# block 1

==> block_1/placement_by_type.png <==
Scale: 6 px per um.
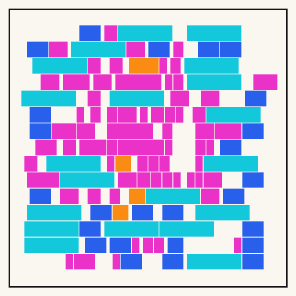

--- src/rtl/gates_unit_if.sv ---
// Operand/result bundle for gates_unit. The NAND/NOR/XOR/XNOR signals exist
// only when GATES_EXT_OPS_EN is defined.
interface gates_unit_if #(
  parameter int WIDTH = 1,
  parameter int CNT_W = 16
);
  logic             in_valid;
  logic [WIDTH-1:0] A;
  logic [WIDTH-1:0] B;
  logic [WIDTH-1:0] AND;
  logic [WIDTH-1:0] OR;
  logic [WIDTH-1:0] NOT;
`ifdef GATES_EXT_OPS_EN
  logic [WIDTH-1:0] NAND;
  logic [WIDTH-1:0] NOR;
  logic [WIDTH-1:0] XOR;
  logic [WIDTH-1:0] XNOR;
`endif
  logic             out_valid;
  logic [CNT_W-1:0] vec_count;

  modport master (
    output in_valid, A, B,
    input  AND, OR, NOT,
`ifdef GATES_EXT_OPS_EN
    input  NAND, NOR, XOR, XNOR,
`endif
    input  out_valid, vec_count
  );

  modport slave (
    input  in_valid, A, B,
    output AND, OR, NOT,
`ifdef GATES_EXT_OPS_EN
    output NAND, NOR, XOR, XNOR,
`endif
    output out_valid, vec_count
  );
endinterface

--- src/rtl/gates_unit.sv ---
// Registered bitwise logic unit (1-cycle latency) with a saturating count of
// accepted vectors. GATES_EXT_OPS_EN adds NAND/NOR/XOR/XNOR results.
module gates_unit #(
  parameter int WIDTH = 1,
  parameter int CNT_W = 16
) (
  input  logic        clk,
  input  logic        rst,
  gates_unit_if.slave bus
);
  logic [WIDTH-1:0] and_q, or_q, not_q;
`ifdef GATES_EXT_OPS_EN
  logic [WIDTH-1:0] nand_q, nor_q, xor_q, xnor_q;
`endif
  logic             vld_q;
  logic [CNT_W-1:0] cnt_q, cnt_d;

  always_comb begin
    cnt_d = cnt_q;
    if (bus.in_valid && (cnt_q != {CNT_W{1'b1}}))
      cnt_d = cnt_q + 1'b1;
  end

  // Result registers load only on accept, so idle-cycle X on A/B never lands.
  always_ff @(posedge clk or posedge rst) begin
    if (rst) begin
      and_q  <= '0;
      or_q   <= '0;
      not_q  <= '0;
`ifdef GATES_EXT_OPS_EN
      nand_q <= '0;
      nor_q  <= '0;
      xor_q  <= '0;
      xnor_q <= '0;
`endif
      vld_q  <= 1'b0;
      cnt_q  <= '0;
    end else begin
      vld_q <= bus.in_valid;
      cnt_q <= cnt_d;
      if (bus.in_valid) begin
        and_q  <= bus.A & bus.B;
        or_q   <= bus.A | bus.B;
        not_q  <= ~bus.A;
`ifdef GATES_EXT_OPS_EN
        nand_q <= ~(bus.A & bus.B);
        nor_q  <= ~(bus.A | bus.B);
        xor_q  <= bus.A ^ bus.B;
        xnor_q <= ~(bus.A ^ bus.B);
`endif
      end
    end
  end

  assign bus.AND       = and_q;
  assign bus.OR        = or_q;
  assign bus.NOT       = not_q;
`ifdef GATES_EXT_OPS_EN
  assign bus.NAND      = nand_q;
  assign bus.NOR       = nor_q;
  assign bus.XOR       = xor_q;
  assign bus.XNOR      = xnor_q;
`endif
  assign bus.out_valid = vld_q;
  assign bus.vec_count = cnt_q;
endmodule

--- src/flat_wrapper.sv ---
// flat-port wrapper written by rule: the top's interface ports become plain ports
module gates_unit_flat 
#(
  parameter int WIDTH = 1,
  parameter int CNT_W = 16
)
  (clk, rst, bus_in_valid, bus_A, bus_B, bus_AND, bus_OR, bus_NOT, bus_out_valid, bus_vec_count);
  gates_unit_if #(.WIDTH(WIDTH), .CNT_W(CNT_W)) bus_i ();
  input  logic clk;
  input  logic rst;
  input wire logic [$bits(bus_i.in_valid)-1:0] bus_in_valid;
  input wire logic [$bits(bus_i.A)-1:0] bus_A;
  input wire logic [$bits(bus_i.B)-1:0] bus_B;
  output wire logic [$bits(bus_i.AND)-1:0] bus_AND;
  output wire logic [$bits(bus_i.OR)-1:0] bus_OR;
  output wire logic [$bits(bus_i.NOT)-1:0] bus_NOT;
  output wire logic [$bits(bus_i.out_valid)-1:0] bus_out_valid;
  output wire logic [$bits(bus_i.vec_count)-1:0] bus_vec_count;
  assign bus_i.in_valid = bus_in_valid;
  assign bus_i.A = bus_A;
  assign bus_i.B = bus_B;
  assign bus_AND = bus_i.AND;
  assign bus_OR = bus_i.OR;
  assign bus_NOT = bus_i.NOT;
  assign bus_out_valid = bus_i.out_valid;
  assign bus_vec_count = bus_i.vec_count;
  gates_unit #(.WIDTH(WIDTH), .CNT_W(CNT_W)) u_core (.clk(clk), .rst(rst), .bus(bus_i));
endmodule
--- config.mk ---
export PLATFORM = sky130hd
export DESIGN_NAME = gates_unit_flat
export DESIGN_NICKNAME = d
export VERILOG_FILES = /design/src/rtl/gates_unit_if.sv /design/src/rtl/gates_unit.sv /design/src/flat_wrapper.sv
export SDC_FILE = /design/constraint.sdc
export NUM_CORES = 1
export LEC_CHECK = 0
export CAP_MARGIN = 15
export CORE_UTILIZATION = 51
export CTS_CLUSTER_SIZE = 12
export DETAILED_ROUTE_END_ITERATION = 8
export GPL_ROUTABILITY_DRIVEN = 0
export GPL_TIMING_DRIVEN = 0
export PLACE_DENSITY = 0.83
export SLEW_MARGIN = 20
export SYNTH_ARGS = -nofsm -noshare
export SYNTH_HDL_FRONTEND = slang
export SYNTH_SLANG_ARGS = --single-unit
--- constraint.sdc ---
create_clock -name clk -period 3.61 [get_ports clk]
set_clock_uncertainty 0.2 [all_clocks]
set_input_delay 1.083 -clock clk [delete_from_list [all_inputs] [get_ports clk]]
set_output_delay 1.083 -clock clk [all_outputs]
set_load 0.005 [all_outputs]
# block 2

`config.mk`:
```
export PLATFORM = sky130hd
export DESIGN_NAME = pipe_hazard_ctrl
export DESIGN_NICKNAME = d
export VERILOG_FILES = /design/src/rtl/pipe_hazard_ctrl.sv
export SDC_FILE = /design/constraint.sdc
export NUM_CORES = 1
export LEC_CHECK = 0
export CAP_MARGIN = 30
export CELL_PAD_IN_SITES_DETAIL_PLACEMENT = 0
export CELL_PAD_IN_SITES_GLOBAL_PLACEMENT = 1
export CORE_UTILIZATION = 21
export CTS_CLUSTER_DIAMETER = 30
export DETAILED_ROUTE_END_ITERATION = 12
export GPL_TIMING_DRIVEN = 0
export HOLD_SLACK_MARGIN = 0.06
export PLACE_DENSITY = 0.95
export SYNTH_ARGS = -nofsm -noshare
export SYNTH_HDL_FRONTEND = slang
export SYNTH_SLANG_ARGS = --single-unit
```
`constraint.sdc`:
```
create_clock -name clk -period 4.7 [get_ports clk]
set_clock_uncertainty 0.15 [all_clocks]
set_input_delay 0.47 -clock clk [delete_from_list [all_inputs] [get_ports clk]]
set_output_delay 0.47 -clock clk [all_outputs]
set_load 0.05 [all_outputs]
```
`src/rtl/pipe_hazard_ctrl.sv`:
```
`default_nettype none
// +--------------------------------------------------------------------------+
// | Module      : pipe_hazard_ctrl                                           |
// | Description : Hazard unit for a 6-stage in-order pipeline (F D E M1 M2   |
// |               W). Resolves operand forwarding, load-use stalls, branch   |
// |               flushes and multi-cycle divide stalls, and optionally      |
// |               counts stall/flush cycles.                                 |
// | Config      : `define PIPE_HAZARD_CTRL_PERF_EN to build the stall/flush  |
// |               performance counters; without it they read constant 0.     |
// | Revision    : 1.0 - initial release                                      |
// +--------------------------------------------------------------------------+
module pipe_hazard_ctrl #(
  parameter int CNT_W = 32
) (
  input  logic             clk,
  input  logic             reset,
  input  logic [4:0]       rs1_d,
  input  logic [4:0]       rs2_d,
  input  logic [4:0]       rs1_e,
  input  logic [4:0]       rs2_e,
  input  logic [4:0]       rd_e,
  input  logic [4:0]       rd_m1,
  input  logic [4:0]       rd_m2,
  input  logic [4:0]       rd_w,
  input  logic             regwrite_e,
  input  logic             regwrite_m1,
  input  logic             regwrite_m2,
  input  logic             regwrite_w,
  input  logic             load_e,
  input  logic             load_m1,
  input  logic             pcsrc_e,
  input  logic             div_e,
  input  logic             div_done,
  output logic             div_start,
  output logic             stall_f,
  output logic             stall_d,
  output logic             stall_e,
  output logic             flush_d,
  output logic             flush_e,
  output logic             flush_m1,
  output logic [1:0]       fwd_a_e,
  output logic [1:0]       fwd_b_e,
  output logic [CNT_W-1:0] stall_cnt,
  output logic [CNT_W-1:0] flush_cnt
);

  typedef enum logic [1:0] {
    IDLE = 2'd0,
    BUSY = 2'd1,
    DONE = 2'd2
  } div_state_e;

  div_state_e state_q, state_d;

  logic div_go;    // divide launches this cycle
  logic div_hold;  // pipeline frozen behind the divider
  logic luh;       // load-use hazard on either Decode source

  // Youngest producer wins: M1 holds the most recent value, then M2, then W.
  function automatic logic [1:0] fwd_sel(input logic [4:0] rs);
    if (regwrite_m1 && (rd_m1 != 5'd0) && (rd_m1 == rs)) return 2'b11;
    if (regwrite_m2 && (rd_m2 != 5'd0) && (rd_m2 == rs)) return 2'b10;
    if (regwrite_w  && (rd_w  != 5'd0) && (rd_w  == rs)) return 2'b01;
    return 2'b00;
  endfunction

  // A load still in E or M1 has no data yet for a consumer in Decode.
  function automatic logic load_hit(input logic [4:0] rs);
    return (load_e  && regwrite_e  && (rd_e  != 5'd0) && (rd_e  == rs)) ||
           (load_m1 && regwrite_m1 && (rd_m1 != 5'd0) && (rd_m1 == rs));
  endfunction

  assign luh      = load_hit(rs1_d) || load_hit(rs2_d);
  assign div_go   = (state_q == IDLE) && div_e && !pcsrc_e;
  assign div_hold = div_go || (state_q == BUSY);

  // Operand forwarding selects for the instruction in Execute.
  always_comb begin
    fwd_a_e = fwd_sel(rs1_e);
    fwd_b_e = fwd_sel(rs2_e);
  end

  // Divide state register; reset abandons any divide in flight.
  always_ff @(posedge clk or posedge reset) begin
    if (reset) begin
      state_q <= IDLE;
    end else begin
      state_q <= state_d;
    end
  end

  // Divide next state plus stall/flush arbitration: divide > branch > load-use.
  // A divide in BUSY owns Execute, so it also outranks a branch seen then.
  always_comb begin
    state_d   = state_q;
    div_start = 1'b0;
    stall_f   = 1'b0;
    stall_d   = 1'b0;
    stall_e   = 1'b0;
    flush_d   = 1'b0;
    flush_e   = 1'b0;
    flush_m1  = 1'b0;

    case (state_q)
      IDLE:    if (div_go)   state_d = BUSY;
      BUSY:    if (div_done) state_d = DONE;
      DONE:    state_d = IDLE;
      default: state_d = IDLE;
    endcase

    if (!reset) begin
      div_start = div_go;
      if (div_hold) begin
        stall_f  = 1'b1;
        stall_d  = 1'b1;
        stall_e  = 1'b1;
        flush_m1 = 1'b1;
      end else if (pcsrc_e) begin
        flush_d = 1'b1;
        flush_e = 1'b1;
      end else if (luh) begin
        stall_f = 1'b1;
        stall_d = 1'b1;
        flush_e = 1'b1;
      end
    end
  end

`ifdef PIPE_HAZARD_CTRL_PERF_EN
  logic [CNT_W-1:0] stall_cnt_q;
  logic [CNT_W-1:0] flush_cnt_q;

  // Free-running stall/flush cycle counters, wrapping at 2^CNT_W.
  always_ff @(posedge clk or posedge reset) begin
    if (reset) begin
      stall_cnt_q <= '0;
      flush_cnt_q <= '0;
    end else begin
      if (stall_f) begin
        stall_cnt_q <= stall_cnt_q + CNT_W'(1);
      end
      if (flush_d || flush_e || flush_m1) begin
        flush_cnt_q <= flush_cnt_q + CNT_W'(1);
      end
    end
  end

  assign stall_cnt = stall_cnt_q;
  assign flush_cnt = flush_cnt_q;
`else
  assign stall_cnt = '0;
  assign flush_cnt = '0;
`endif

endmodule
`default_nettype wire

```
# block 3

<file path="src/rtl/feistel_round_engine.sv">
// Iterative Feistel block engine: caches ROUNDS round keys from the key generator and runs one round per clock.
// Optional per-round LFSR mixing is built in when FEISTEL_LFSR_EN is defined.
module feistel_round_engine #(
    parameter int          ROUNDS    = 8,
    parameter logic [31:0] LFSR_SEED = 32'hACE1_1234
) (
    input  logic        clk,
    input  logic        rst,
    input  logic        in_valid,
    output logic        in_ready,
    input  logic [63:0] in_data,
    input  logic        in_decrypt,
    output logic        out_valid,
    input  logic        out_ready,
    output logic [63:0] out_data,
    input  logic        key_reload,
    output logic        kg_start,
    output logic        kg_mode,
    input  logic [47:0] kg_key,
    input  logic        kg_ready,
    output logic        busy
);
    // Handshakes: a transfer happens on a rising edge where valid and ready are both high;
    // valid never waits on ready, and out_data is held stable while out_valid is high.
    localparam int            KW   = (ROUNDS > 1) ? $clog2(ROUNDS) : 1;
    localparam logic [KW-1:0] LAST = KW'(ROUNDS - 1);

    typedef enum logic [1:0] {IDLE = 2'd0, FETCH = 2'd1, ROUND = 2'd2, OUT = 2'd3} state_t;
    state_t state, state_nxt;

    logic [47:0]   key_buf [ROUNDS];
    logic          cache_valid, reload_pend;
    logic [KW-1:0] kidx, ridx, jidx;
    logic [31:0]   l_q, r_q, lfsr_term, mix, f_val;
    logic [47:0]   t_val;
    logic          dec_q;
    logic [63:0]   out_q;

    always_ff @(posedge clk) begin
        if (!rst) state <= IDLE;
        else      state <= state_nxt;
    end

    // A reload pulse seen in IDLE forces a fetch for the block arriving in the same cycle.
    always_comb begin
        state_nxt = state;
        case (state)
            IDLE:    if (in_valid) state_nxt = (cache_valid && !key_reload) ? ROUND : FETCH;
            FETCH:   if (kg_ready && kidx == LAST) state_nxt = ROUND;
            ROUND:   if (ridx == LAST) state_nxt = OUT;
            OUT:     if (out_ready) state_nxt = IDLE;
            default: state_nxt = IDLE;
        endcase
    end

    always_comb begin
        in_ready  = rst && (state == IDLE);
        kg_start  = (state == FETCH);
        kg_mode   = 1'b0;
        out_valid = (state == OUT);
        busy      = (state != IDLE);
    end

    assign out_data = out_q;

    // Decryption walks the same cached tables backwards.
    assign jidx = dec_q ? (LAST - ridx) : ridx;

    always_comb begin
        t_val = {r_q, r_q[31:16]} ^ key_buf[jidx];
        mix   = t_val[47:16] ^ {t_val[15:0], t_val[15:0]};
        f_val = {mix[28:0], mix[31:29]} ^ lfsr_term;
    end

`ifdef FEISTEL_LFSR_EN
    logic [31:0] lfsr_buf [ROUNDS];
    logic [31:0] lfsr_cur;

    // One Galois step per captured key keeps lfsr_buf[k] aligned with key_buf[k].
    always_ff @(posedge clk) begin
        if (!rst) begin
            lfsr_cur <= LFSR_SEED;
            for (int i = 0; i < ROUNDS; i++) lfsr_buf[i] <= '0;
        end else if (state == FETCH) begin
            if (kg_ready) begin
                lfsr_buf[kidx] <= lfsr_cur;
                lfsr_cur       <= {1'b0, lfsr_cur[31:1]} ^ (lfsr_cur[0] ? 32'h8020_0003 : 32'h0);
            end
        end else begin
            lfsr_cur <= LFSR_SEED;
        end
    end

    assign lfsr_term = lfsr_buf[jidx];
`else
    // The seed only has meaning with the LFSR built in; here the term is zero.
    assign lfsr_term = LFSR_SEED & 32'h0;
`endif

    always_ff @(posedge clk) begin
        if (!rst) begin
            cache_valid <= 1'b0;
            reload_pend <= 1'b0;
            kidx        <= '0;
            ridx        <= '0;
            l_q         <= '0;
            r_q         <= '0;
            dec_q       <= 1'b0;
            out_q       <= '0;
            for (int i = 0; i < ROUNDS; i++) key_buf[i] <= '0;
        end else begin
            case (state)
                IDLE: begin
                    if (key_reload) cache_valid <= 1'b0;
                    if (in_valid) begin
                        l_q   <= in_data[63:32];
                        r_q   <= in_data[31:0];
                        dec_q <= in_decrypt;
                        kidx  <= '0;
                        ridx  <= '0;
                    end
                end
                FETCH: begin
                    if (kg_ready) begin
                        key_buf[kidx] <= kg_key;
                        kidx          <= kidx + KW'(1);
                        if (kidx == LAST) cache_valid <= 1'b1;
                    end
                end
                ROUND: begin
                    l_q  <= r_q;
                    r_q  <= l_q ^ f_val;
                    ridx <= ridx + KW'(1);
                    if (ridx == LAST) out_q <= {l_q ^ f_val, r_q};
                    if (key_reload) reload_pend <= 1'b1;
                end
                OUT: begin
                    if (key_reload) reload_pend <= 1'b1;
                    // A reload requested mid-block lands once the result is taken.
                    if (out_ready && (reload_pend || key_reload)) begin
                        cache_valid <= 1'b0;
                        reload_pend <= 1'b0;
                    end
                end
                default: ;
            endcase
        end
    end
endmodule

</file>
<file path="config.mk">
export PLATFORM = sky130hd
export DESIGN_NAME = feistel_round_engine
export DESIGN_NICKNAME = d
export VERILOG_FILES = /design/src/rtl/feistel_round_engine.sv
export SDC_FILE = /design/constraint.sdc
export NUM_CORES = 1
export LEC_CHECK = 0
export CAP_MARGIN = 5
export CORE_MARGIN = 3
export CORE_UTILIZATION = 30
export DETAILED_ROUTE_END_ITERATION = 8
export SLEW_MARGIN = 20
export SYNTH_ARGS = -nofsm -noshare
export SYNTH_HDL_FRONTEND = slang
export SYNTH_SLANG_ARGS = --single-unit
</file>
<file path="constraint.sdc">
create_clock -name clk -period 8.4 [get_ports clk]
set_input_delay 2.52 -clock clk [delete_from_list [all_inputs] [get_ports clk]]
set_output_delay 2.52 -clock clk [all_outputs]
set_load 0.005 [all_outputs]
</file>
# block 4

### src/rtl/imm_gen_pipe.sv
// RISC-V immediate generator for the ID stage: opcode-driven format decode, XLEN extension,
// PC-relative target, and a small result FIFO behind a valid/ready handshake.
module imm_gen_pipe #(
    parameter int XLEN  = 32,
    parameter int DEPTH = 2
) (
    input  logic            clk,
    input  logic            rst,
    input  logic            flush,
    input  logic            in_valid,
    output logic            in_ready,
    input  logic [31:0]     in_instr,
    input  logic [XLEN-1:0] in_pc,
    output logic            out_valid,
    input  logic            out_ready,
    output logic [XLEN-1:0] out_imm,
    output logic [2:0]      out_type,
    output logic [XLEN-1:0] out_target,
    output logic            out_illegal
);

    // A one-entry FIFO still needs a one-bit pointer; it simply never leaves zero.
    localparam int PTR_W = (DEPTH > 1) ? $clog2(DEPTH) : 1;
    localparam int CNT_W = $clog2(DEPTH) + 1;

    typedef enum logic [2:0] {
        T_I    = 3'd0,
        T_S    = 3'd1,
        T_B    = 3'd2,
        T_U    = 3'd3,
        T_J    = 3'd4,
        T_Z    = 3'd5,
        T_NONE = 3'd7
    } imm_type_e;

    logic [6:0]      opcode;
    logic            sgn;
    logic [31:0]     imm32;
    imm_type_e       dec_type;
    logic            dec_illegal;
    logic [XLEN-1:0] imm_ext;
    logic [XLEN-1:0] dec_target;

    assign opcode = in_instr[6:0];
    assign sgn    = in_instr[31];

    always_comb begin
        imm32       = '0;
        dec_type    = T_NONE;
        dec_illegal = 1'b0;
        case (opcode)
            7'b0010011, 7'b0000011, 7'b1100111: begin
                dec_type = T_I;
                imm32    = {{20{sgn}}, in_instr[31:20]};
            end
            7'b0100011: begin
                dec_type = T_S;
                imm32    = {{20{sgn}}, in_instr[31:25], in_instr[11:7]};
            end
            7'b1100011: begin
                dec_type = T_B;
                imm32    = {{20{sgn}}, in_instr[7], in_instr[30:25], in_instr[11:8], 1'b0};
            end
            7'b0110111, 7'b0010111: begin
                dec_type = T_U;
                imm32    = {in_instr[31:12], 12'b0};
            end
            7'b1101111: begin
                dec_type = T_J;
                imm32    = {{12{sgn}}, in_instr[19:12], in_instr[20], in_instr[30:21], 1'b0};
            end
            7'b1110011: begin
                if (in_instr[14]) begin
                    dec_type = T_Z;
                    imm32    = {27'b0, in_instr[19:15]};
                end
            end
            7'b0110011, 7'b0001111: begin
                dec_type = T_NONE;
            end
            default: begin
                dec_illegal = 1'b1;
            end
        endcase
    end

    // Every format is sign-extended from bit 31; zimm has bit 31 clear so it comes out zero-extended.
    generate
        if (XLEN > 32) begin : g_ext_wide
            assign imm_ext = {{(XLEN-32){imm32[31]}}, imm32};
        end else begin : g_ext_narrow
            assign imm_ext = imm32[XLEN-1:0];
        end
    endgenerate

    assign dec_target = in_pc + imm_ext;

    logic [XLEN-1:0] mem_imm    [DEPTH];
    logic [XLEN-1:0] mem_target [DEPTH];
    logic [2:0]      mem_type   [DEPTH];
    logic            mem_illegal[DEPTH];

    logic [PTR_W-1:0] wr_ptr;
    logic [PTR_W-1:0] rd_ptr;
    logic [CNT_W-1:0] count;
    logic             push;
    logic             pop;

    function automatic logic [PTR_W-1:0] ptr_next(input logic [PTR_W-1:0] p);
        return (p == PTR_W'(DEPTH - 1)) ? '0 : p + 1'b1;
    endfunction

    assign in_ready  = (count != CNT_W'(DEPTH));
    assign out_valid = (count != '0);
    assign push      = in_valid && in_ready && !flush;
    assign pop       = out_valid && out_ready;

    always_ff @(posedge clk or posedge rst) begin
        if (rst) begin
            for (int i = 0; i < DEPTH; i++) begin
                mem_imm[i]     <= '0;
                mem_target[i]  <= '0;
                mem_type[i]    <= T_NONE;
                mem_illegal[i] <= 1'b0;
            end
        end else if (push) begin
            mem_imm[wr_ptr]     <= imm_ext;
            mem_target[wr_ptr]  <= dec_target;
            mem_type[wr_ptr]    <= dec_type;
            mem_illegal[wr_ptr] <= dec_illegal;
        end
    end

    always_ff @(posedge clk or posedge rst) begin
        if (rst) begin
            wr_ptr <= '0;
            rd_ptr <= '0;
            count  <= '0;
        end else if (flush) begin
            wr_ptr <= '0;
            rd_ptr <= '0;
            count  <= '0;
        end else begin
            if (push) wr_ptr <= ptr_next(wr_ptr);
            if (pop)  rd_ptr <= ptr_next(rd_ptr);
            if (push && !pop)      count <= count + 1'b1;
            else if (pop && !push) count <= count - 1'b1;
        end
    end

    // Head entry drives the outputs even when empty, so they never go X.
    assign out_imm     = mem_imm[rd_ptr];
    assign out_target  = mem_target[rd_ptr];
    assign out_type    = mem_type[rd_ptr];
    assign out_illegal = mem_illegal[rd_ptr];

endmodule

### config.mk
export PLATFORM = sky130hd
export DESIGN_NAME = imm_gen_pipe
export DESIGN_NICKNAME = d
export VERILOG_FILES = /design/src/rtl/imm_gen_pipe.sv
export SDC_FILE = /design/constraint.sdc
export NUM_CORES = 1
export LEC_CHECK = 0
export ABC_AREA = 0
export CORE_UTILIZATION = 25
export CTS_CLUSTER_DIAMETER = 50
export CTS_CLUSTER_SIZE = 28
export DETAILED_ROUTE_END_ITERATION = 6
export DONT_BUFFER_PORTS = 1
export HOLD_SLACK_MARGIN = 0.08
export PLACE_DENSITY = 0.39
export SYNTH_ARGS = -nofsm -noshare
export SYNTH_HDL_FRONTEND = slang
export SYNTH_SLANG_ARGS = --single-unit
### constraint.sdc
create_clock -name clk -period 5.85 [get_ports clk]
set_input_delay 0.8775 -clock clk [delete_from_list [all_inputs] [get_ports clk]]
set_output_delay 0.8775 -clock clk [all_outputs]
set_load 0.005 [all_outputs]
# block 5

File: src/rtl/hazard_sequencer.sv
// Pipeline hazard unit: operand forwarding, load-use and branch handling, and a
// memory-wait FSM with timeout, sticky error flag and a saturating stall counter.
module hazard_sequencer #(
    parameter int unsigned WAIT_LIMIT = 64
) (
    input  logic        clk,
    input  logic        reset,
    input  logic [4:0]  RS1D,
    input  logic [4:0]  RS2D,
    input  logic [4:0]  RS1E,
    input  logic [4:0]  RS2E,
    input  logic [4:0]  RDE,
    input  logic        ResultSrcE,
    input  logic        PCSrcE,
    input  logic        RegWriteM,
    input  logic [4:0]  RdM,
    input  logic        RegWriteW,
    input  logic [4:0]  RdW,
    input  logic        MemReqM,
    input  logic        MemAckM,
    output logic        StallF,
    output logic        StallD,
    output logic        StallE,
    output logic        StallM,
    output logic        FlushD,
    output logic        FlushE,
    output logic [1:0]  ForwardAE,
    output logic [1:0]  ForwardBE,
    output logic        MemErr,
    output logic [15:0] StallCount
);

    typedef enum logic {StRun, StMemWait} state_e;

    state_e      state_q;
    logic [7:0]  wait_cnt_q;
    logic        mem_err_q;
    logic [15:0] stall_cnt_q;

    logic       mem_stall;
    logic       lduse;
    logic       timeout;
    logic       stall_all;
    logic       stall_fd;
    logic       flush_d;
    logic       flush_e;
    logic [1:0] fwd_a;
    logic [1:0] fwd_b;

    // Memory stage result is newer than Writeback, so it wins.
    function automatic logic [1:0] fwd_sel(input logic [4:0] rs, input logic wr_m,
                                           input logic [4:0] rd_m, input logic wr_w,
                                           input logic [4:0] rd_w);
        logic [1:0] sel;
        sel = 2'b00;
        if (rs != 5'd0) begin
            if (wr_m && rd_m == rs) begin
                sel = 2'b10;
            end else if (wr_w && rd_w == rs) begin
                sel = 2'b01;
            end
        end
        return sel;
    endfunction

    assign fwd_a = fwd_sel(RS1E, RegWriteM, RdM, RegWriteW, RdW);
    assign fwd_b = fwd_sel(RS2E, RegWriteM, RdM, RegWriteW, RdW);

    assign mem_stall = MemReqM & ~MemAckM;
    assign lduse     = ResultSrcE && (RDE != 5'd0) && ((RDE == RS1D) || (RDE == RS2D));
    // This cycle would be the WAIT_LIMIT-th stalled cycle of the access.
    assign timeout   = (32'(wait_cnt_q) + 32'd1) >= WAIT_LIMIT;

    always_comb begin
        stall_all = 1'b0;
        stall_fd  = 1'b0;
        flush_d   = 1'b0;
        flush_e   = 1'b0;
        case (state_q)
            StRun: begin
                if (mem_stall) begin
                    stall_all = 1'b1;
                end else if (PCSrcE) begin
                    flush_d = 1'b1;
                    flush_e = 1'b1;
                end else if (lduse) begin
                    stall_fd = 1'b1;
                    flush_e  = 1'b1;
                end
            end
            StMemWait: begin
                if (!MemAckM && !timeout) begin
                    stall_all = 1'b1;
                end
            end
            default: ;
        endcase
    end

    // Reset forces every control output low regardless of state or inputs.
    assign StallF    = reset & (stall_all | stall_fd);
    assign StallD    = reset & (stall_all | stall_fd);
    assign StallE    = reset & stall_all;
    assign StallM    = reset & stall_all;
    assign FlushD    = reset & flush_d;
    assign FlushE    = reset & flush_e;
    assign ForwardAE = reset ? fwd_a : 2'b00;
    assign ForwardBE = reset ? fwd_b : 2'b00;
    assign MemErr     = mem_err_q;
    assign StallCount = stall_cnt_q;

    always_ff @(posedge clk or negedge reset) begin
        if (!reset) begin
            state_q     <= StRun;
            wait_cnt_q  <= 8'd0;
            mem_err_q   <= 1'b0;
            stall_cnt_q <= 16'd0;
        end else begin
            if (StallF && stall_cnt_q != 16'hFFFF) begin
                stall_cnt_q <= stall_cnt_q + 16'd1;
            end
            case (state_q)
                StRun: begin
                    if (mem_stall) begin
                        state_q    <= StMemWait;
                        wait_cnt_q <= 8'd1;
                    end
                end
                StMemWait: begin
                    if (MemAckM) begin
                        state_q    <= StRun;
                        wait_cnt_q <= 8'd0;
                    end else if (timeout) begin
                        state_q    <= StRun;
                        wait_cnt_q <= 8'd0;
                        mem_err_q  <= 1'b1;
                    end else begin
                        wait_cnt_q <= wait_cnt_q + 8'd1;
                    end
                end
                default: state_q <= StRun;
            endcase
        end
    end

endmodule

File: config.mk
export PLATFORM = sky130hd
export DESIGN_NAME = hazard_sequencer
export DESIGN_NICKNAME = d
export VERILOG_FILES = /design/src/rtl/hazard_sequencer.sv
export SDC_FILE = /design/constraint.sdc
export NUM_CORES = 1
export LEC_CHECK = 0
export CAP_MARGIN = 15
export CORE_MARGIN = 2
export CORE_UTILIZATION = 35
export CTS_CLUSTER_SIZE = 14
export DETAILED_ROUTE_END_ITERATION = 8
export GPL_ROUTABILITY_DRIVEN = 0
export PLACE_DENSITY = 0.76
export SLEW_MARGIN = 20
export SYNTH_ARGS = -nofsm -noshare
export SYNTH_HDL_FRONTEND = slang
export SYNTH_SLANG_ARGS = --single-unit
File: constraint.sdc
create_clock -name clk -period 6.45 [get_ports clk]
set_input_delay 0.9675 -clock clk [delete_from_list [all_inputs] [get_ports clk]]
set_output_delay 0.9675 -clock clk [all_outputs]
set_load 0.02 [all_outputs]
==> block_1/io_placement.png <==
Scale: 8 px per um. Pins as bars across the die edge, other pins in grey.
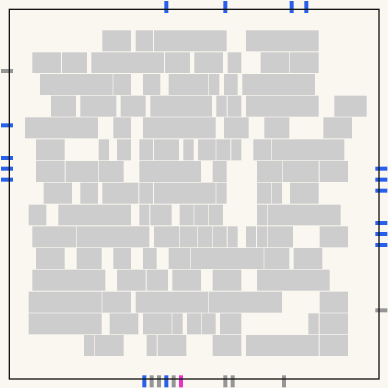
`bus_B`: shown in magenta, pins 1, direction input, edge south. `bus_vec_count`: shown in blue, pins 16, direction output, edge 6 east, 4 north, 4 west, 2 south.
All pins by edge: 9 south, 7 east, 5 west, 4 north.

## Picture notes: block_1/placement_by_type.png
combinational and other logic: shown in magenta, cells 67. other buffers and delay cells: shown in blue, cells 25. flops: shown in cyan, cells 20. clock drivers and dummy loads: shown in orange, cells 4.
row count: 15
Finished Core Util: 0.735
cell area after layout: 1300 sq um
core area: 1760 sq um
sequential share of cell area: 0.386

==> qor.log, block 1 <==
INFO  outcome        outcome=finished clean
INFO  layout         layout.comb_gates.multi_input=62
INFO  worst_setup_path regToRegStartpoint=u_core.bus.vec_count[3]
INFO  yosys          syn-num-nets=94
INFO  run            log.warning_count=26
INFO  cts            numClockSinks=20
INFO  sta            min_period=2.65ns
INFO  worst_setup_path path_class=in -> reg
INFO  worst_setup_path worst_r2r_endpoint=u_core.bus.vec_count[1]
INFO  yosys          ys_chip_area=988squm
INFO  worst_setup_path setup.worst_path.start=bus_in_valid
INFO  global_routing via_count_of_the_first_global_routing_pass=717
INFO  sta            worst_slew_margin_rel=0.512
INFO  sta            worst_pin_slew=0.732ns
INFO  layout         nets=123
INFO  layout         antennaDiodeCount=0
==> block 1: power by group <==
| group | total [mW] | switching (mW) | leakage, nW | internal, mW |
|---|---|---|---|---|
| combinational | 0.192 | 0.0766 | 0.311 | 0.115 |
| sequential | 0.330 | 0.0629 | 0.252 | 0.267 |
| clock | 0.127 | 0.0657 | 0.0210 | 0.0613 |
| total | 0.649 | 0.205 | 0.584 | 0.444 |
==> block 1: state kept, by name (all words and copies together) (netlist names) <==
name,flops
u_core.bus.vec_count,16
u_core.bus.AND,1
u_core.bus.NOT,1
u_core.bus.OR,1
u_core.bus.out_valid,1
==> block 1: kinds of logic (layout without fill, tap and decap cells) <==
kind of cell               Yosys count  after routing  synth area share
buffers and inverters                6             34            0.0266
DFF                                 20             20             0.506
adders and majority gates            1              1            0.0127
AOI/OAI and AO/OA                   13             13            0.0797
xor gates and xnor gates             9              9            0.0798
muxes                                3              3            0.0367
and+or+nand+nor                     36             36             0.258
==> block 1: per-layer routing <==
metal  track usage  share of wire
met1         0.269           0.43
met5             0              0
met4        0.0824              0
met2         0.346           0.53
met3        0.0238          0.046
==> block 1: worst min-delay path, cell delays in order, from the launching register on <==
cell	delay, ns
dfrtp_1	0.39
inv_1	0.05
mux2i_1	0.05
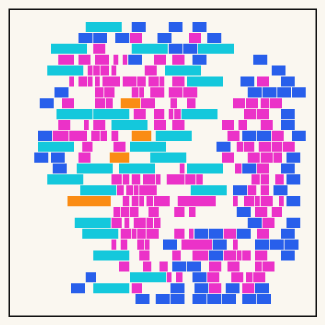
(block_5/placement_by_type.png)
Scale: 4 px per um.
combinational and other logic: shown in magenta, cells 158. clock drivers and dummy loads: shown in orange, cells 4. other buffers and delay cells: shown in blue, cells 70. flops: shown in cyan, cells 26.

==> qor.log, block 5 <==
INFO  outcome        outcome=finished clean
INFO  yosys          numSynthFlops=26
INFO  sta            min_period=4.62ns
INFO  drt            dr_total_vias=1,631
INFO  cts            clock_tree.root_cell=clkbuf_8
INFO  layout         final_core_util=0.522
INFO  yosys          netlist.top_cell.by_area=dfrtp_1
INFO  sta            finalSetupViolCount=0
INFO  layout         finish.cell_count_without_fillers=328
INFO  floorplan      num_io_pins=70
INFO  yosys          ys_cells=190
INFO  yosys          synth-async-reset-ratio=1.00
INFO  global_routing globalRouteTotalUtil=0.151
INFO  min_path       whs_path_depth=1
INFO  yosys          synth.yosys.warnings=0
INFO  pwr            power.share.clock=0.228
INFO  sta            tns=0ns
INFO  pwr            comb_power_share=0.370
INFO  worst_setup_path crit_chain=clkdlybuf4s50_1, inv_1, a21oi_1, o2111a_1, a31oi_4, inv_1, clkdlybuf4s50_1
INFO  pwr            switching_fraction=0.337
INFO  drt            drt.antenna.violating_nets=0
INFO  placed_design  port_buffers=69
INFO  sta            timing_hold_violations_final=0
INFO  floorplan      initial_utilization=0.361
INFO  yosys          post_synth.cell_area_avg=9.64squm
INFO  worst_setup_path setup.worst_path.start_class=input port
block 5: layout make-up:
class / instances / area (sq um)
Clock buffer: 3 / 41.3
Multi-Input combinational cell: 151 / 1120
Timing Repair Buffer: 70 / 698
Sequential cell: 26 / 651
Clock inverter: 1 / 30.0
Inverter: 7 / 26.3
Tap cell: 70 / 87.6
Fill cell: 497 / 2420
block 5: cells in the final DEF (no fill, tap or decap), types with 2 or more instances in the layout:
master and n:
nand2_1 11, a21oi_1 4, xor2_1 21, o31ai_1 2, and4_1 3, clkbuf_8 3
and3_1 5, or4_1 2, nand4_1 6, a21o_1 3, nor3_1 4, and2_2 3
clkdlybuf4s50_1 69, inv_1 7, xnor2_1 22, o21ai_0 7, ha_1 3, mux2_2 2
dfrtp_1 26, nor2_1 8, nor3b_1 4, nor3_2 6, nor4_1 5, nand3_1 10
block 5: layer usage:
metal,vias to the layer above,wire (um),global-route usage
li1,809,-,-
met1,781,1990,0.196
met2,39,2090,0.258
met3,2,191,0.0332
met4,0,17,0.0327
met5,-,0,0
block 5: state kept, by name (all words and copies together), names as in the netlist:
signal	flops
MemErr	1
wait_cnt_q	8
StallCount	16
state_q	1
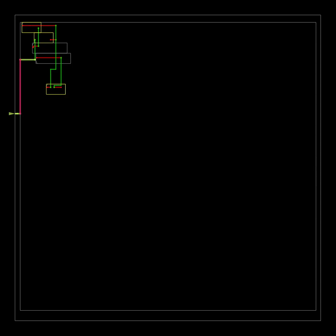
(block_2/clocks.png)
clock network power: 0.0668 mW
clock tree sinks: 2
clock tree buffer count of the final layout: 3

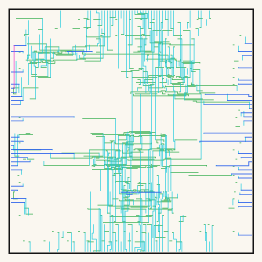
(block_2/wires.png)
Scale: 3 px per um.
metal 4: shown in magenta, wire length 14.3 um. metal 1: shown in green, wire length 1,240 um. metal 2: shown in cyan, wire length 1,930 um. metal 3: shown in blue, wire length 313 um.

==> qor.log, block 2 <==
INFO  global_routing via_count_of_the_first_global_routing_pass=1,136
INFO  layout         layout.sequential_cells=2
INFO  worst_setup_path critical_path.top_delay_family=buffers and inverters
INFO  yosys          flop_cell=dfrtp_1
INFO  pwr            switching_fraction=0.519
INFO  sta            min_period=3.62ns
INFO  worst_setup_path timing.critical_path.to_type=output port
INFO  sta            timing.final.crit_share=0.771
INFO  worst_setup_path crit_chain=clkdlybuf4s50_1, or4_1, o21ai_0, nor3_1, o21ai_0, clkdlybuf4s50_1
INFO  layout         antennaDiodeCount=0
INFO  layout         synthToLayoutAreaGrowth=71.4%
INFO  layout         layout_top_cells=buf_4, conb_1, clkdlybuf4s50_1, xnor2_1, xor2_1
INFO  run            max_cap_viol_count=0
INFO  sta            finalMaxSlewViolations=0
INFO  drt            drc=0
INFO  layout         max_flop_register=state_q
INFO  min_path       whs_path_depth=1
INFO  layout         nets=351
INFO  outcome        outcome=finished clean
INFO  layout         top_area_cell_class=non-clock buffers
INFO  drt            drtPass1Iterations=4
INFO  layout         area.sequential=50.0squm
INFO  cts            clk_pin_slew_worst_paths=0.03ns
INFO  floorplan      initial_utilization=0.219
INFO  yosys          synth.yosys.warnings=0
INFO  pwr            cellLeakagePower=1.06nW
INFO  placed_design  dp_hpwl=3210um
[block 2: metal layers]
metal	share of wire	up-vias
met1	0.35	535
met2	0.55	58
met5	0	-
met3	0.089	2
met4	0.0040	0
li1	-	695
[block 2: power groups by stage]
stage	clock network, mW	logic [mW]	registers [mW]
floorplan	0	0.236	0.0207
global placement	0	0.304	0.0210
detailed placement	0	0.307	0.0212
CTS	0.0681	0.308	0.0210
global route	0.0712	0.326	0.0212
finish	0.0668	0.308	0.0210
[block 2: Yosys cell counts, types with 2 or more instances]
cell type,n
nor4_1,3
o21a_1,2
clkbuf_1,3
nor3_1,6
nor2_1,4
xor2_1,12
xnor2_1,38
dfrtp_1,2
o21ai_0,4
or4_1,3
nand3_1,8
buf_4,66
nand2_1,8
o22ai_1,2
o31ai_1,2
nand4_1,2
inv_1,2
[block 2: kinds of logic after synthesis]
logic type / Yosys count
buf+inv: 73
xor+xnor: 50
simple gates: 35
compound gates: 14
flops: 2
mux: 1
other cells: 1
[block 2: stage by stage]
step	hold WS (ns)	power (mW)	cell area, sq um
final	0.345	0.396	2240
after global routing	0.377	0.418	2240
after CTS	0.345	0.397	2240
after detailed placement	0.341	0.328	2200
after global placement	0.331	0.325	2200
after floorplan	0.0696	0.256	1540
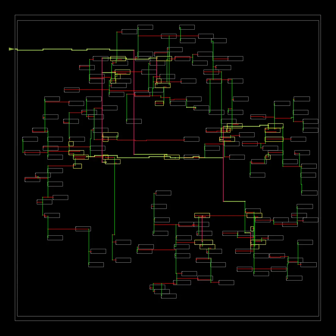
(block_4/clocks.png)
number of flip-flops and latches: 140
source-to-sink clock delay at the later pin of the worst-skew pair: 0.43 ns
Worst Clk Skew: 0.0101 ns

==> qor.log, block 4 <==
INFO  cts            numCtsBuffers=17
INFO  sta            min_period=4.21ns
INFO  worst_setup_path crit_chain=nor2_1, a21oi_1, a2111oi_4, and2_1, a21oi_1, inv_1, ha_1, a21o_1, a21oi_1, o21ai_0, a2111oi_2, a21oi_1, or4_1, nand3_1
INFO  sta            worst_slew_margin_rel=0.399
INFO  layout         sequential_share_of_cell_area=0.372
INFO  worst_setup_path critical_path.top_delay_family=AND-OR/OR-AND gates
INFO  layout         clock_cell_area_share=0.0639
INFO  worst_setup_path worst_setup_path_endpoint=mem_target[31]
INFO  sta            timing.final.crit_share=0.720
INFO  placed_design  placement.setup.worst_slack=1.23ns
INFO  worst_setup_path critPathMaxStageDelay=0.63ns
INFO  layout         layout.comb_gates.multi_input=707
INFO  worst_setup_path timing.critical_path.buf_inv=1
INFO  outcome        outcome=finished clean
INFO  worst_setup_path setup.worst_path.start_class=input port
INFO  layout         layout-drive-gt1-share=0.166
INFO  drt            met3WireLength=2530um
INFO  layout         buffers_excl_clock=7
INFO  drt            detail_route.wl_per_cell=20.6um
INFO  sta            finalSetupViolCount=0
INFO  layout         final.fill_count=3,594
INFO  global_routing grt-busiest-layer=met2
INFO  layout         antennaDiodeCount=0
INFO  floorplan      coreArea=32,900squm
block 4: Yosys cell counts, drive strengths merged (4+ instances only):
library cell / n / area [sq um]
nand2: 197 / 739
dfrtp: 134 / 3350
o21ai: 91 / 455
mux2: 90 / 1010
a21oi: 64 / 328
nor2: 45 / 169
inv: 44 / 165
clkbuf: 37 / 140
ha: 31 / 388
nand3: 17 / 85.1
buf: 16 / 82.6
nand4: 14 / 87.6
xor2: 11 / 96.3
xnor2: 10 / 87.6
a21o: 9 / 67.6
nor3: 9 / 56.3
a211o: 8 / 70.1
nor3b: 8 / 65.1
a31oi: 7 / 43.8
o211ai: 7 / 52.6
o21a: 7 / 52.6
a21boi: 6 / 45.0
dfstp: 6 / 158
o31ai: 6 / 45.0
and2: 5 / 31.3
nand2b: 5 / 31.3
nor2b: 5 / 31.3
o21bai: 5 / 37.5
a2111oi: 4 / 60.1
o22ai: 4 / 25.0
o311ai: 4 / 35.0
or3: 4 / 25.0
block 4: power by group:
part	leakage [nW]	internal, mW	switching [mW]
clock	0.289	0.665	0.471
sequential	1.80	1.14	0.0890
combinational	2.20	0.212	0.284
total	4.29	2.02	0.844
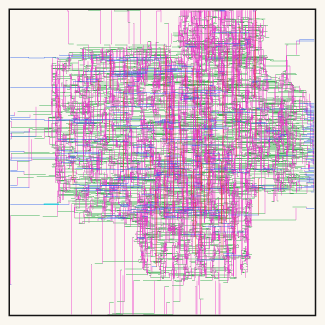
(block_3/wires.png)
Scale: 1 px per um.
metal 2: shown in magenta, wire length 38.6 mm. metal 4: shown in red, wire length 2,190 um. metal 3: shown in blue, wire length 4,890 um. metal 5: shown in cyan, wire length 13.8 um. metal 1: shown in green, wire length 34.2 mm.

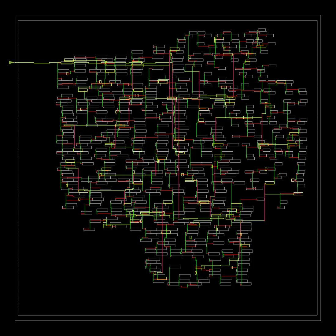
(block_3/clocks.png)
clock tree sinks: 523
number of flip-flops and latches: 523
cts bufs inserted: 56

==> qor.log, block 3 <==
INFO  outcome        outcome=finished clean
INFO  yosys          netlist_area=26,800squm
INFO  yosys          top_cell=and2_1
INFO  cts            postCtsHoldBufs=0
INFO  global_routing grt_start_max_net_pins=167
INFO  layout         buffers_excl_clock=218
INFO  sta            timing.final.crit_share=0.749
INFO  worst_setup_path critPathMaxFanout=87
INFO  sta            finalSetupViolCount=0
INFO  cts            clk_pin_slew_worst_paths=0.06ns
INFO  yosys          post_synth.cell_area_avg=13.2squm
INFO  floorplan      chipWidth=305um
INFO  pwr            irDropWorstVdd=0.161mV
INFO  yosys          part_of_the_yosys_area_used_for_sequential_elements=0.535
INFO  yosys          synth.yosys.warnings=0
INFO  yosys          flop_cell=edfxtp_1
-- block 3: through the flow --
stage | hold WS (ns) | total power, mW | area, sq um | setup WS, ns
finish | 0.453 | 7.58 | 31500 | 2.11
global route | 0.492 | 7.89 | 31400 | 2.04
CTS | 0.455 | 7.61 | 31400 | 2.08
detailed placement | 0.445 | 5.23 | 29700 | 2.08
global placement | 0.438 | 5.19 | 29700 | 2.07
floorplan | 0.427 | 4.55 | 26800 | 1.70
-- block 3: power by group --
part	switching, mW	internal, mW	leakage (nW)
clock	1.06	1.33	0.841
combinational	1.15	0.879	4.98
sequential	0.189	2.97	5.10
-- block 3: state kept, by name, summed over array words and instances (netlist names), 2 cells and up --
register / count
state: 2
ridx: 3
key_buf: 384
l_q: 32
out_data: 64
kidx: 3
r_q: 32
-- block 3: kinds of logic after synthesis --
logic type | after synthesis | share of synthesized area
compound gates | 319 | 0.0884
xor+xnor | 76 | 0.0359
fa+ha+maj | 10 | 0.00467
buf+inv | 182 | 0.0292
flops | 523 | 0.535
mux | 278 | 0.175
other cells | 1 | 0.000140
simple gates | 634 | 0.132
-- block 3: worst max-delay path: stages --
cell             delay (ns)
buf_6                  0.53
and2_1                 0.22
clkdlybuf4s50_1        0.50

# block 6

$ cat config.mk
export PLATFORM = sky130hd
export DESIGN_NAME = fetch_queue_nw
export DESIGN_NICKNAME = d
export VERILOG_FILES = /design/src/rtl/fetch_queue_nw.sv
export SDC_FILE = /design/constraint.sdc
export NUM_CORES = 2
export LEC_CHECK = 0
export CORE_MARGIN = 5
export CORE_UTILIZATION = 25
export DETAILED_ROUTE_END_ITERATION = 10
export SETUP_SLACK_MARGIN = 0.1
export SYNTH_ARGS = -nofsm -noshare
export SYNTH_HDL_FRONTEND = slang
export SYNTH_SLANG_ARGS = --single-unit
$ cat constraint.sdc
create_clock -name clk -period 8.2 [get_ports clk]
set_clock_uncertainty 0.1 [all_clocks]
set_input_delay 0.82 -clock clk [delete_from_list [all_inputs] [get_ports clk]]
set_output_delay 0.82 -clock clk [all_outputs]
set_load 0.02 [all_outputs]
$ cat src/rtl/fetch_queue_nw.sv
// fetch_queue_nw: N-wide fetch front end with a PC register, a taken-branch
// bundle cut and a circular fetch queue feeding decode.
// Optional feature: define FQ_PERF_EN to add saturating performance counters.
module fetch_queue_nw #(
   parameter int unsigned      WIDTH    = 32,
   parameter int unsigned      FETCH_W  = 2,
   parameter int unsigned      QDEPTH   = 8,
   parameter logic [WIDTH-1:0] RESET_PC = '0
) (
   input  logic                                clk,
   input  logic                                reset,
   input  logic                                stall_F,
   input  logic                                redirect_valid,
   input  logic [WIDTH-1:0]                    redirect_pc,
   output logic [WIDTH-1:0]                    imem_addr,
   input  logic [FETCH_W*WIDTH-1:0]            imem_rdata,
   input  logic [FETCH_W-1:0]                  bp_hit,
   input  logic [FETCH_W-1:0]                  bp_taken,
   input  logic [FETCH_W*WIDTH-1:0]            bp_target,
   input  logic [$clog2(FETCH_W+1)-1:0]        deq_cnt,
   output logic [FETCH_W-1:0]                  deq_valid,
   output logic [FETCH_W*(2+2*WIDTH)-1:0]      deq_entry,
   output logic [$clog2(QDEPTH+1)-1:0]         q_count,
   output logic                                fetch_full
`ifdef FQ_PERF_EN
   ,
   output logic [31:0]                         perf_full_cycles,
   output logic [31:0]                         perf_redirects,
   output logic [31:0]                         perf_taken_cuts
`endif
);

   localparam int unsigned CW = $clog2(FETCH_W + 1);
   localparam int unsigned QW = $clog2(QDEPTH + 1);
   localparam int unsigned AW = $clog2(QDEPTH);
   localparam int unsigned EW = 2 + 2 * WIDTH;

   // QDEPTH must be a power of two so pointer wrap is a plain truncation.
   logic [WIDTH-1:0] r_pc;
   logic [AW-1:0]    r_head;
   logic [AW-1:0]    r_tail;
   logic [QW-1:0]    r_count;
   logic [EW-1:0]    r_mem [QDEPTH];

   logic [CW-1:0]    w_k;
   logic             w_cut_taken;
   logic [WIDTH-1:0] w_tgt;
   logic [CW-1:0]    w_enq_n;
   logic [QW-1:0]    w_free;
   logic             w_space_ok;
   logic             w_enq;
   logic [QW-1:0]    w_pop_n;
   logic [WIDTH-1:0] w_pc_n;
   logic [AW-1:0]    w_head_n;
   logic [AW-1:0]    w_tail_n;
   logic [QW-1:0]    w_count_n;

   // Cut point: lowest predicted-taken slot, else the whole bundle
   always_comb begin
      w_k         = CW'(FETCH_W - 1);
      w_cut_taken = 1'b0;
      w_tgt       = '0;
      for (int i = int'(FETCH_W) - 1; i >= 0; i--) begin
         if (bp_hit[i] && bp_taken[i]) begin
            w_k         = CW'(i);
            w_cut_taken = 1'b1;
            w_tgt       = bp_target[i*WIDTH +: WIDTH];
         end
      end
   end

   // Enqueue/pop qualification; free space uses pre-pop occupancy
   always_comb begin
      w_enq_n    = w_k + CW'(1);
      w_free     = QW'(QDEPTH) - r_count;
      w_space_ok = (w_free >= QW'(FETCH_W));
      w_enq      = !redirect_valid && !stall_F && w_space_ok;
      w_pop_n    = (QW'(deq_cnt) > r_count) ? r_count : QW'(deq_cnt);
   end

   // Next-state for PC and queue pointers; redirect flushes and wins
   always_comb begin
      w_pc_n    = r_pc;
      w_head_n  = r_head;
      w_tail_n  = r_tail;
      w_count_n = r_count;
      if (redirect_valid) begin
         w_pc_n    = redirect_pc;
         w_head_n  = '0;
         w_tail_n  = '0;
         w_count_n = '0;
      end else begin
         w_head_n  = r_head + AW'(w_pop_n);
         w_count_n = r_count + QW'(w_enq_n & {CW{w_enq}}) - w_pop_n;
         if (w_enq) begin
            w_tail_n = r_tail + AW'(w_enq_n);
            w_pc_n   = w_cut_taken ? w_tgt : (r_pc + WIDTH'(4 * FETCH_W));
         end
      end
   end

   // State register
   always_ff @(posedge clk or posedge reset) begin
      if (reset) begin
         r_pc    <= RESET_PC;
         r_head  <= '0;
         r_tail  <= '0;
         r_count <= '0;
      end else begin
         r_pc    <= w_pc_n;
         r_head  <= w_head_n;
         r_tail  <= w_tail_n;
         r_count <= w_count_n;
      end
   end

   // Queue storage write of slots 0..k; storage is intentionally not reset
   always_ff @(posedge clk) begin
      if (w_enq) begin
         for (int i = 0; i < int'(FETCH_W); i++) begin
            if (CW'(i) <= w_k) begin
               r_mem[AW'(r_tail + AW'(i))] <= {bp_hit[i], bp_taken[i],
                                               r_pc + WIDTH'(4 * i),
                                               imem_rdata[i*WIDTH +: WIDTH]};
            end
         end
      end
   end

   // Head window to decode, oldest in slot 0
   for (genvar g = 0; g < int'(FETCH_W); g++) begin : g_head
      assign deq_valid[g]           = (r_count > QW'(g));
      assign deq_entry[g*EW +: EW]  = r_mem[AW'(r_head + AW'(g))];
   end

   assign imem_addr  = r_pc;
   assign q_count    = r_count;
   assign fetch_full = !w_space_ok;

`ifdef FQ_PERF_EN
   logic [31:0] r_perf_full;
   logic [31:0] r_perf_redir;
   logic [31:0] r_perf_cuts;

   // Saturating event counters
   always_ff @(posedge clk or posedge reset) begin
      if (reset) begin
         r_perf_full  <= '0;
         r_perf_redir <= '0;
         r_perf_cuts  <= '0;
      end else begin
         if (!redirect_valid && !stall_F && !w_space_ok && (r_perf_full != '1))
            r_perf_full <= r_perf_full + 32'd1;
         if (redirect_valid && (r_perf_redir != '1))
            r_perf_redir <= r_perf_redir + 32'd1;
         if (w_enq && w_cut_taken && (r_perf_cuts != '1))
            r_perf_cuts <= r_perf_cuts + 32'd1;
      end
   end

   assign perf_full_cycles = r_perf_full;
   assign perf_redirects   = r_perf_redir;
   assign perf_taken_cuts  = r_perf_cuts;
`endif

endmodule
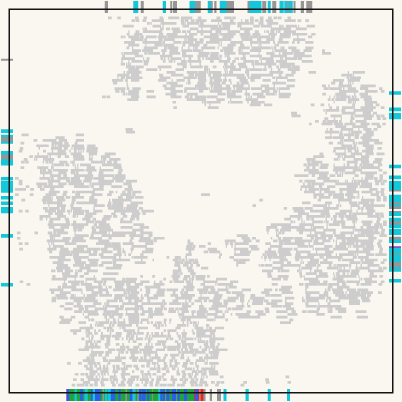
(block_6/io_placement.png)
Scale: 1 px per um. Pins as bars across the die edge, other pins in grey.
`q_count`: shown in red, pins 4, direction output, edge south. `bp_hit`: shown in purple, pins 2, direction input, edge 1 east, 1 south. `deq_entry`: shown in cyan, pins 132, direction output, edge 48 east, 34 north, 32 west, 18 south. `imem_addr`: shown in blue, pins 32, direction output, edge south. `bp_target`: shown in green, pins 64, direction input, edge south.

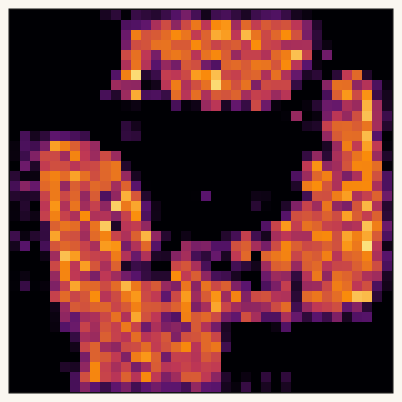
(block_6/cell_density.png)
Scale: 1 px per um. 38 x 38 tiles, from black (low) to pale yellow (high), 0 to 100% covered.
The mean over all tiles is 27%. 3.8% of the tiles are over 75% full. 40% of the tiles are nearly empty. The emptiest ninth of the die: north-west.
core area: 137,000 sq um
Finished Core Util: 0.305

==> qor.log <==
INFO  floorplan      rows=136
INFO  cts            cts_repair_resize_count=0
INFO  floorplan      initial_utilization=0.252
INFO  sta            min_period=5.48ns
INFO  layout         final.fill_count=13,800
INFO  layout         layout.sequential_cells=570
INFO  drt            drtPass1Iterations=6
INFO  worst_setup_path regToRegStartpoint=imem_addr[2]
INFO  placed_design  place_congestion=0.821
INFO  yosys          top_cell=nand2_1
INFO  min_path       whs_path_depth=2
INFO  yosys          netlist_area=34,600squm
INFO  drt            drt.antenna.violating_nets=0
INFO  outcome        outcome=finished clean
INFO  pwr            report.power.total=15.9mW
INFO  layout         nonClockInverterCount=25
INFO  yosys          top_cells_by_area=edfxtp_1, mux4_2, nand2_1
INFO  worst_setup_path ff2ff_path_depth=7
INFO  global_routing global_route_wire_length_before_repair=183,000um
INFO  layout         layout.comb_gates.multi_input=2,138
INFO  worst_setup_path setup.worst_path.start=r_head[0]
INFO  sta            grt_setup_unrepaired=false
INFO  sta            max_clock_freq=0.182GHz
INFO  layout         synthToLayoutAreaGrowth=21.3%
INFO  cts            tritoncts_clock_tree=done
INFO  cts            post_cts_buffers=0
INFO  layout         logic_area=16,600squm
INFO  global_routing grt-busiest-layer=met2
INFO  sta            worst_slew_margin_rel=0.186
INFO  worst_setup_path worst_ep_required_time=7.28ns
INFO  yosys          synth_top_area_share=0.458
INFO  floorplan      num_tap_cells=1,794
INFO  layout         sequential_share_of_cell_area=0.403
INFO  floorplan      die.size.y=382um
INFO  min_path       hold_end=imem_addr[31]
INFO  global_routing grt_remaining_overflow=0
INFO  run            log.warning_count=33
INFO  yosys          numSynthFlops=570
INFO  yosys          part_of_the_yosys_area_used_for_sequential_elements=0.489
INFO  worst_setup_path worst_r2r_endpoint=r_mem[5][62]
INFO  min_path       holdCritPathClass=reg -> reg
INFO  global_routing initial_antenna_violation_count=10
INFO  placed_design  dpl.cell_count=4,926
INFO  layout         area.sequential=16,900squm
INFO  cts            clock_path_buffers=3
INFO  layout         buffers_excl_clock=399
INFO  layout         design_area=42,000squm
INFO  worst_setup_path worst_setup_path_endpoint=deq_entry[130]
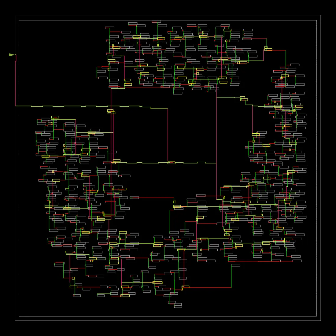
(block_6/clocks.png)
clock tree buffer count of the final layout: 86
cts bufs inserted: 70
source-to-sink clock delay at the later pin of the worst-skew pair: 0.63 ns

kinds of logic (layout without fill, tap and decap cells):
kind of cell | after synthesis | count (layout) | share of synthesized area
other cells | 0 | 4 | 0
flops | 570 | 570 | 0.489
buf+inv | 317 | 552 | 0.0414
simple gates | 1279 | 1279 | 0.147
fa+ha+maj | 22 | 22 | 0.00861
mux | 399 | 399 | 0.216
xor+xnor | 234 | 234 | 0.0593
compound gates | 204 | 204 | 0.0387
worst max-delay path, cell delays in order, from the launching register on:
cell	delay (ns)
dfrtp_4	0.71
buf_12	0.53
buf_4	0.89
mux4_2	0.62
mux2_2	0.32
clkdlybuf4s50_1	0.55
per-layer routing:
layer / vias up / wire length, um
li1: 11200 / -
met1: 13000 / 52000
met5: - / 26
met3: 182 / 8380
met2: 984 / 63400
met4: 4 / 2600
power by group:
group | total [mW] | switching, mW | internal (mW)
Combinational | 8.34 | 4.44 | 3.89
Clock | 3.14 | 1.34 | 1.80
Sequential | 4.45 | 0.571 | 3.88
Total | 15.9 | 6.35 | 9.58
flip-flops by register name, summed over array words and instances, names as in the netlist:
register and count:
r_mem 528, imem_addr 32, q_count 4, r_head 3, r_tail 3


==> layout pictures side by side <==
Pin map.
Plate I
Scale: 4 px per um. Pins as bars across the die edge, other pins in grey.
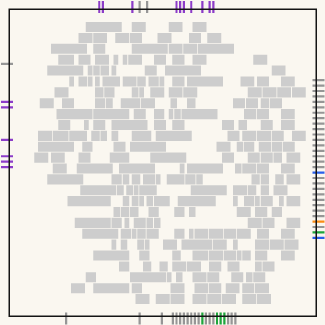
Plate II
Scale: 2 px per um. Pins as bars across the die edge, other pins in grey.
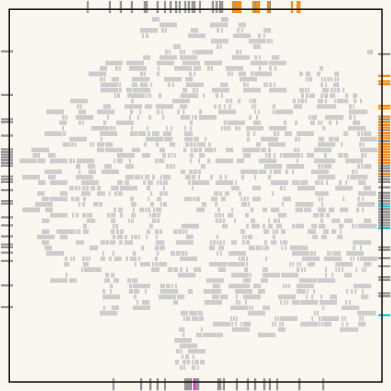
Plate III
Scale: 1 px per um. Pins as bars across the die edge, other pins in grey.
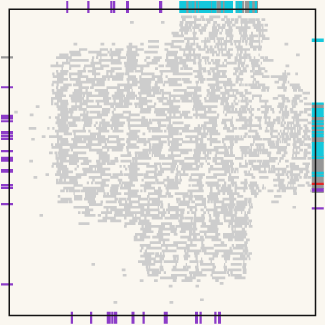
Plate IV
Scale: 4 px per um. Pins as bars across the die edge, other pins in grey.
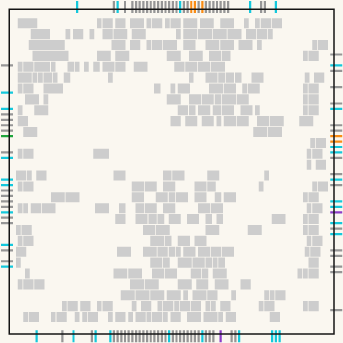
Plate III comes from block 3.
Plate I comes from block 5.
Plate II comes from block 4.
Plate IV comes from block 2.

Power is estimated from default activity; no workload was simulated.
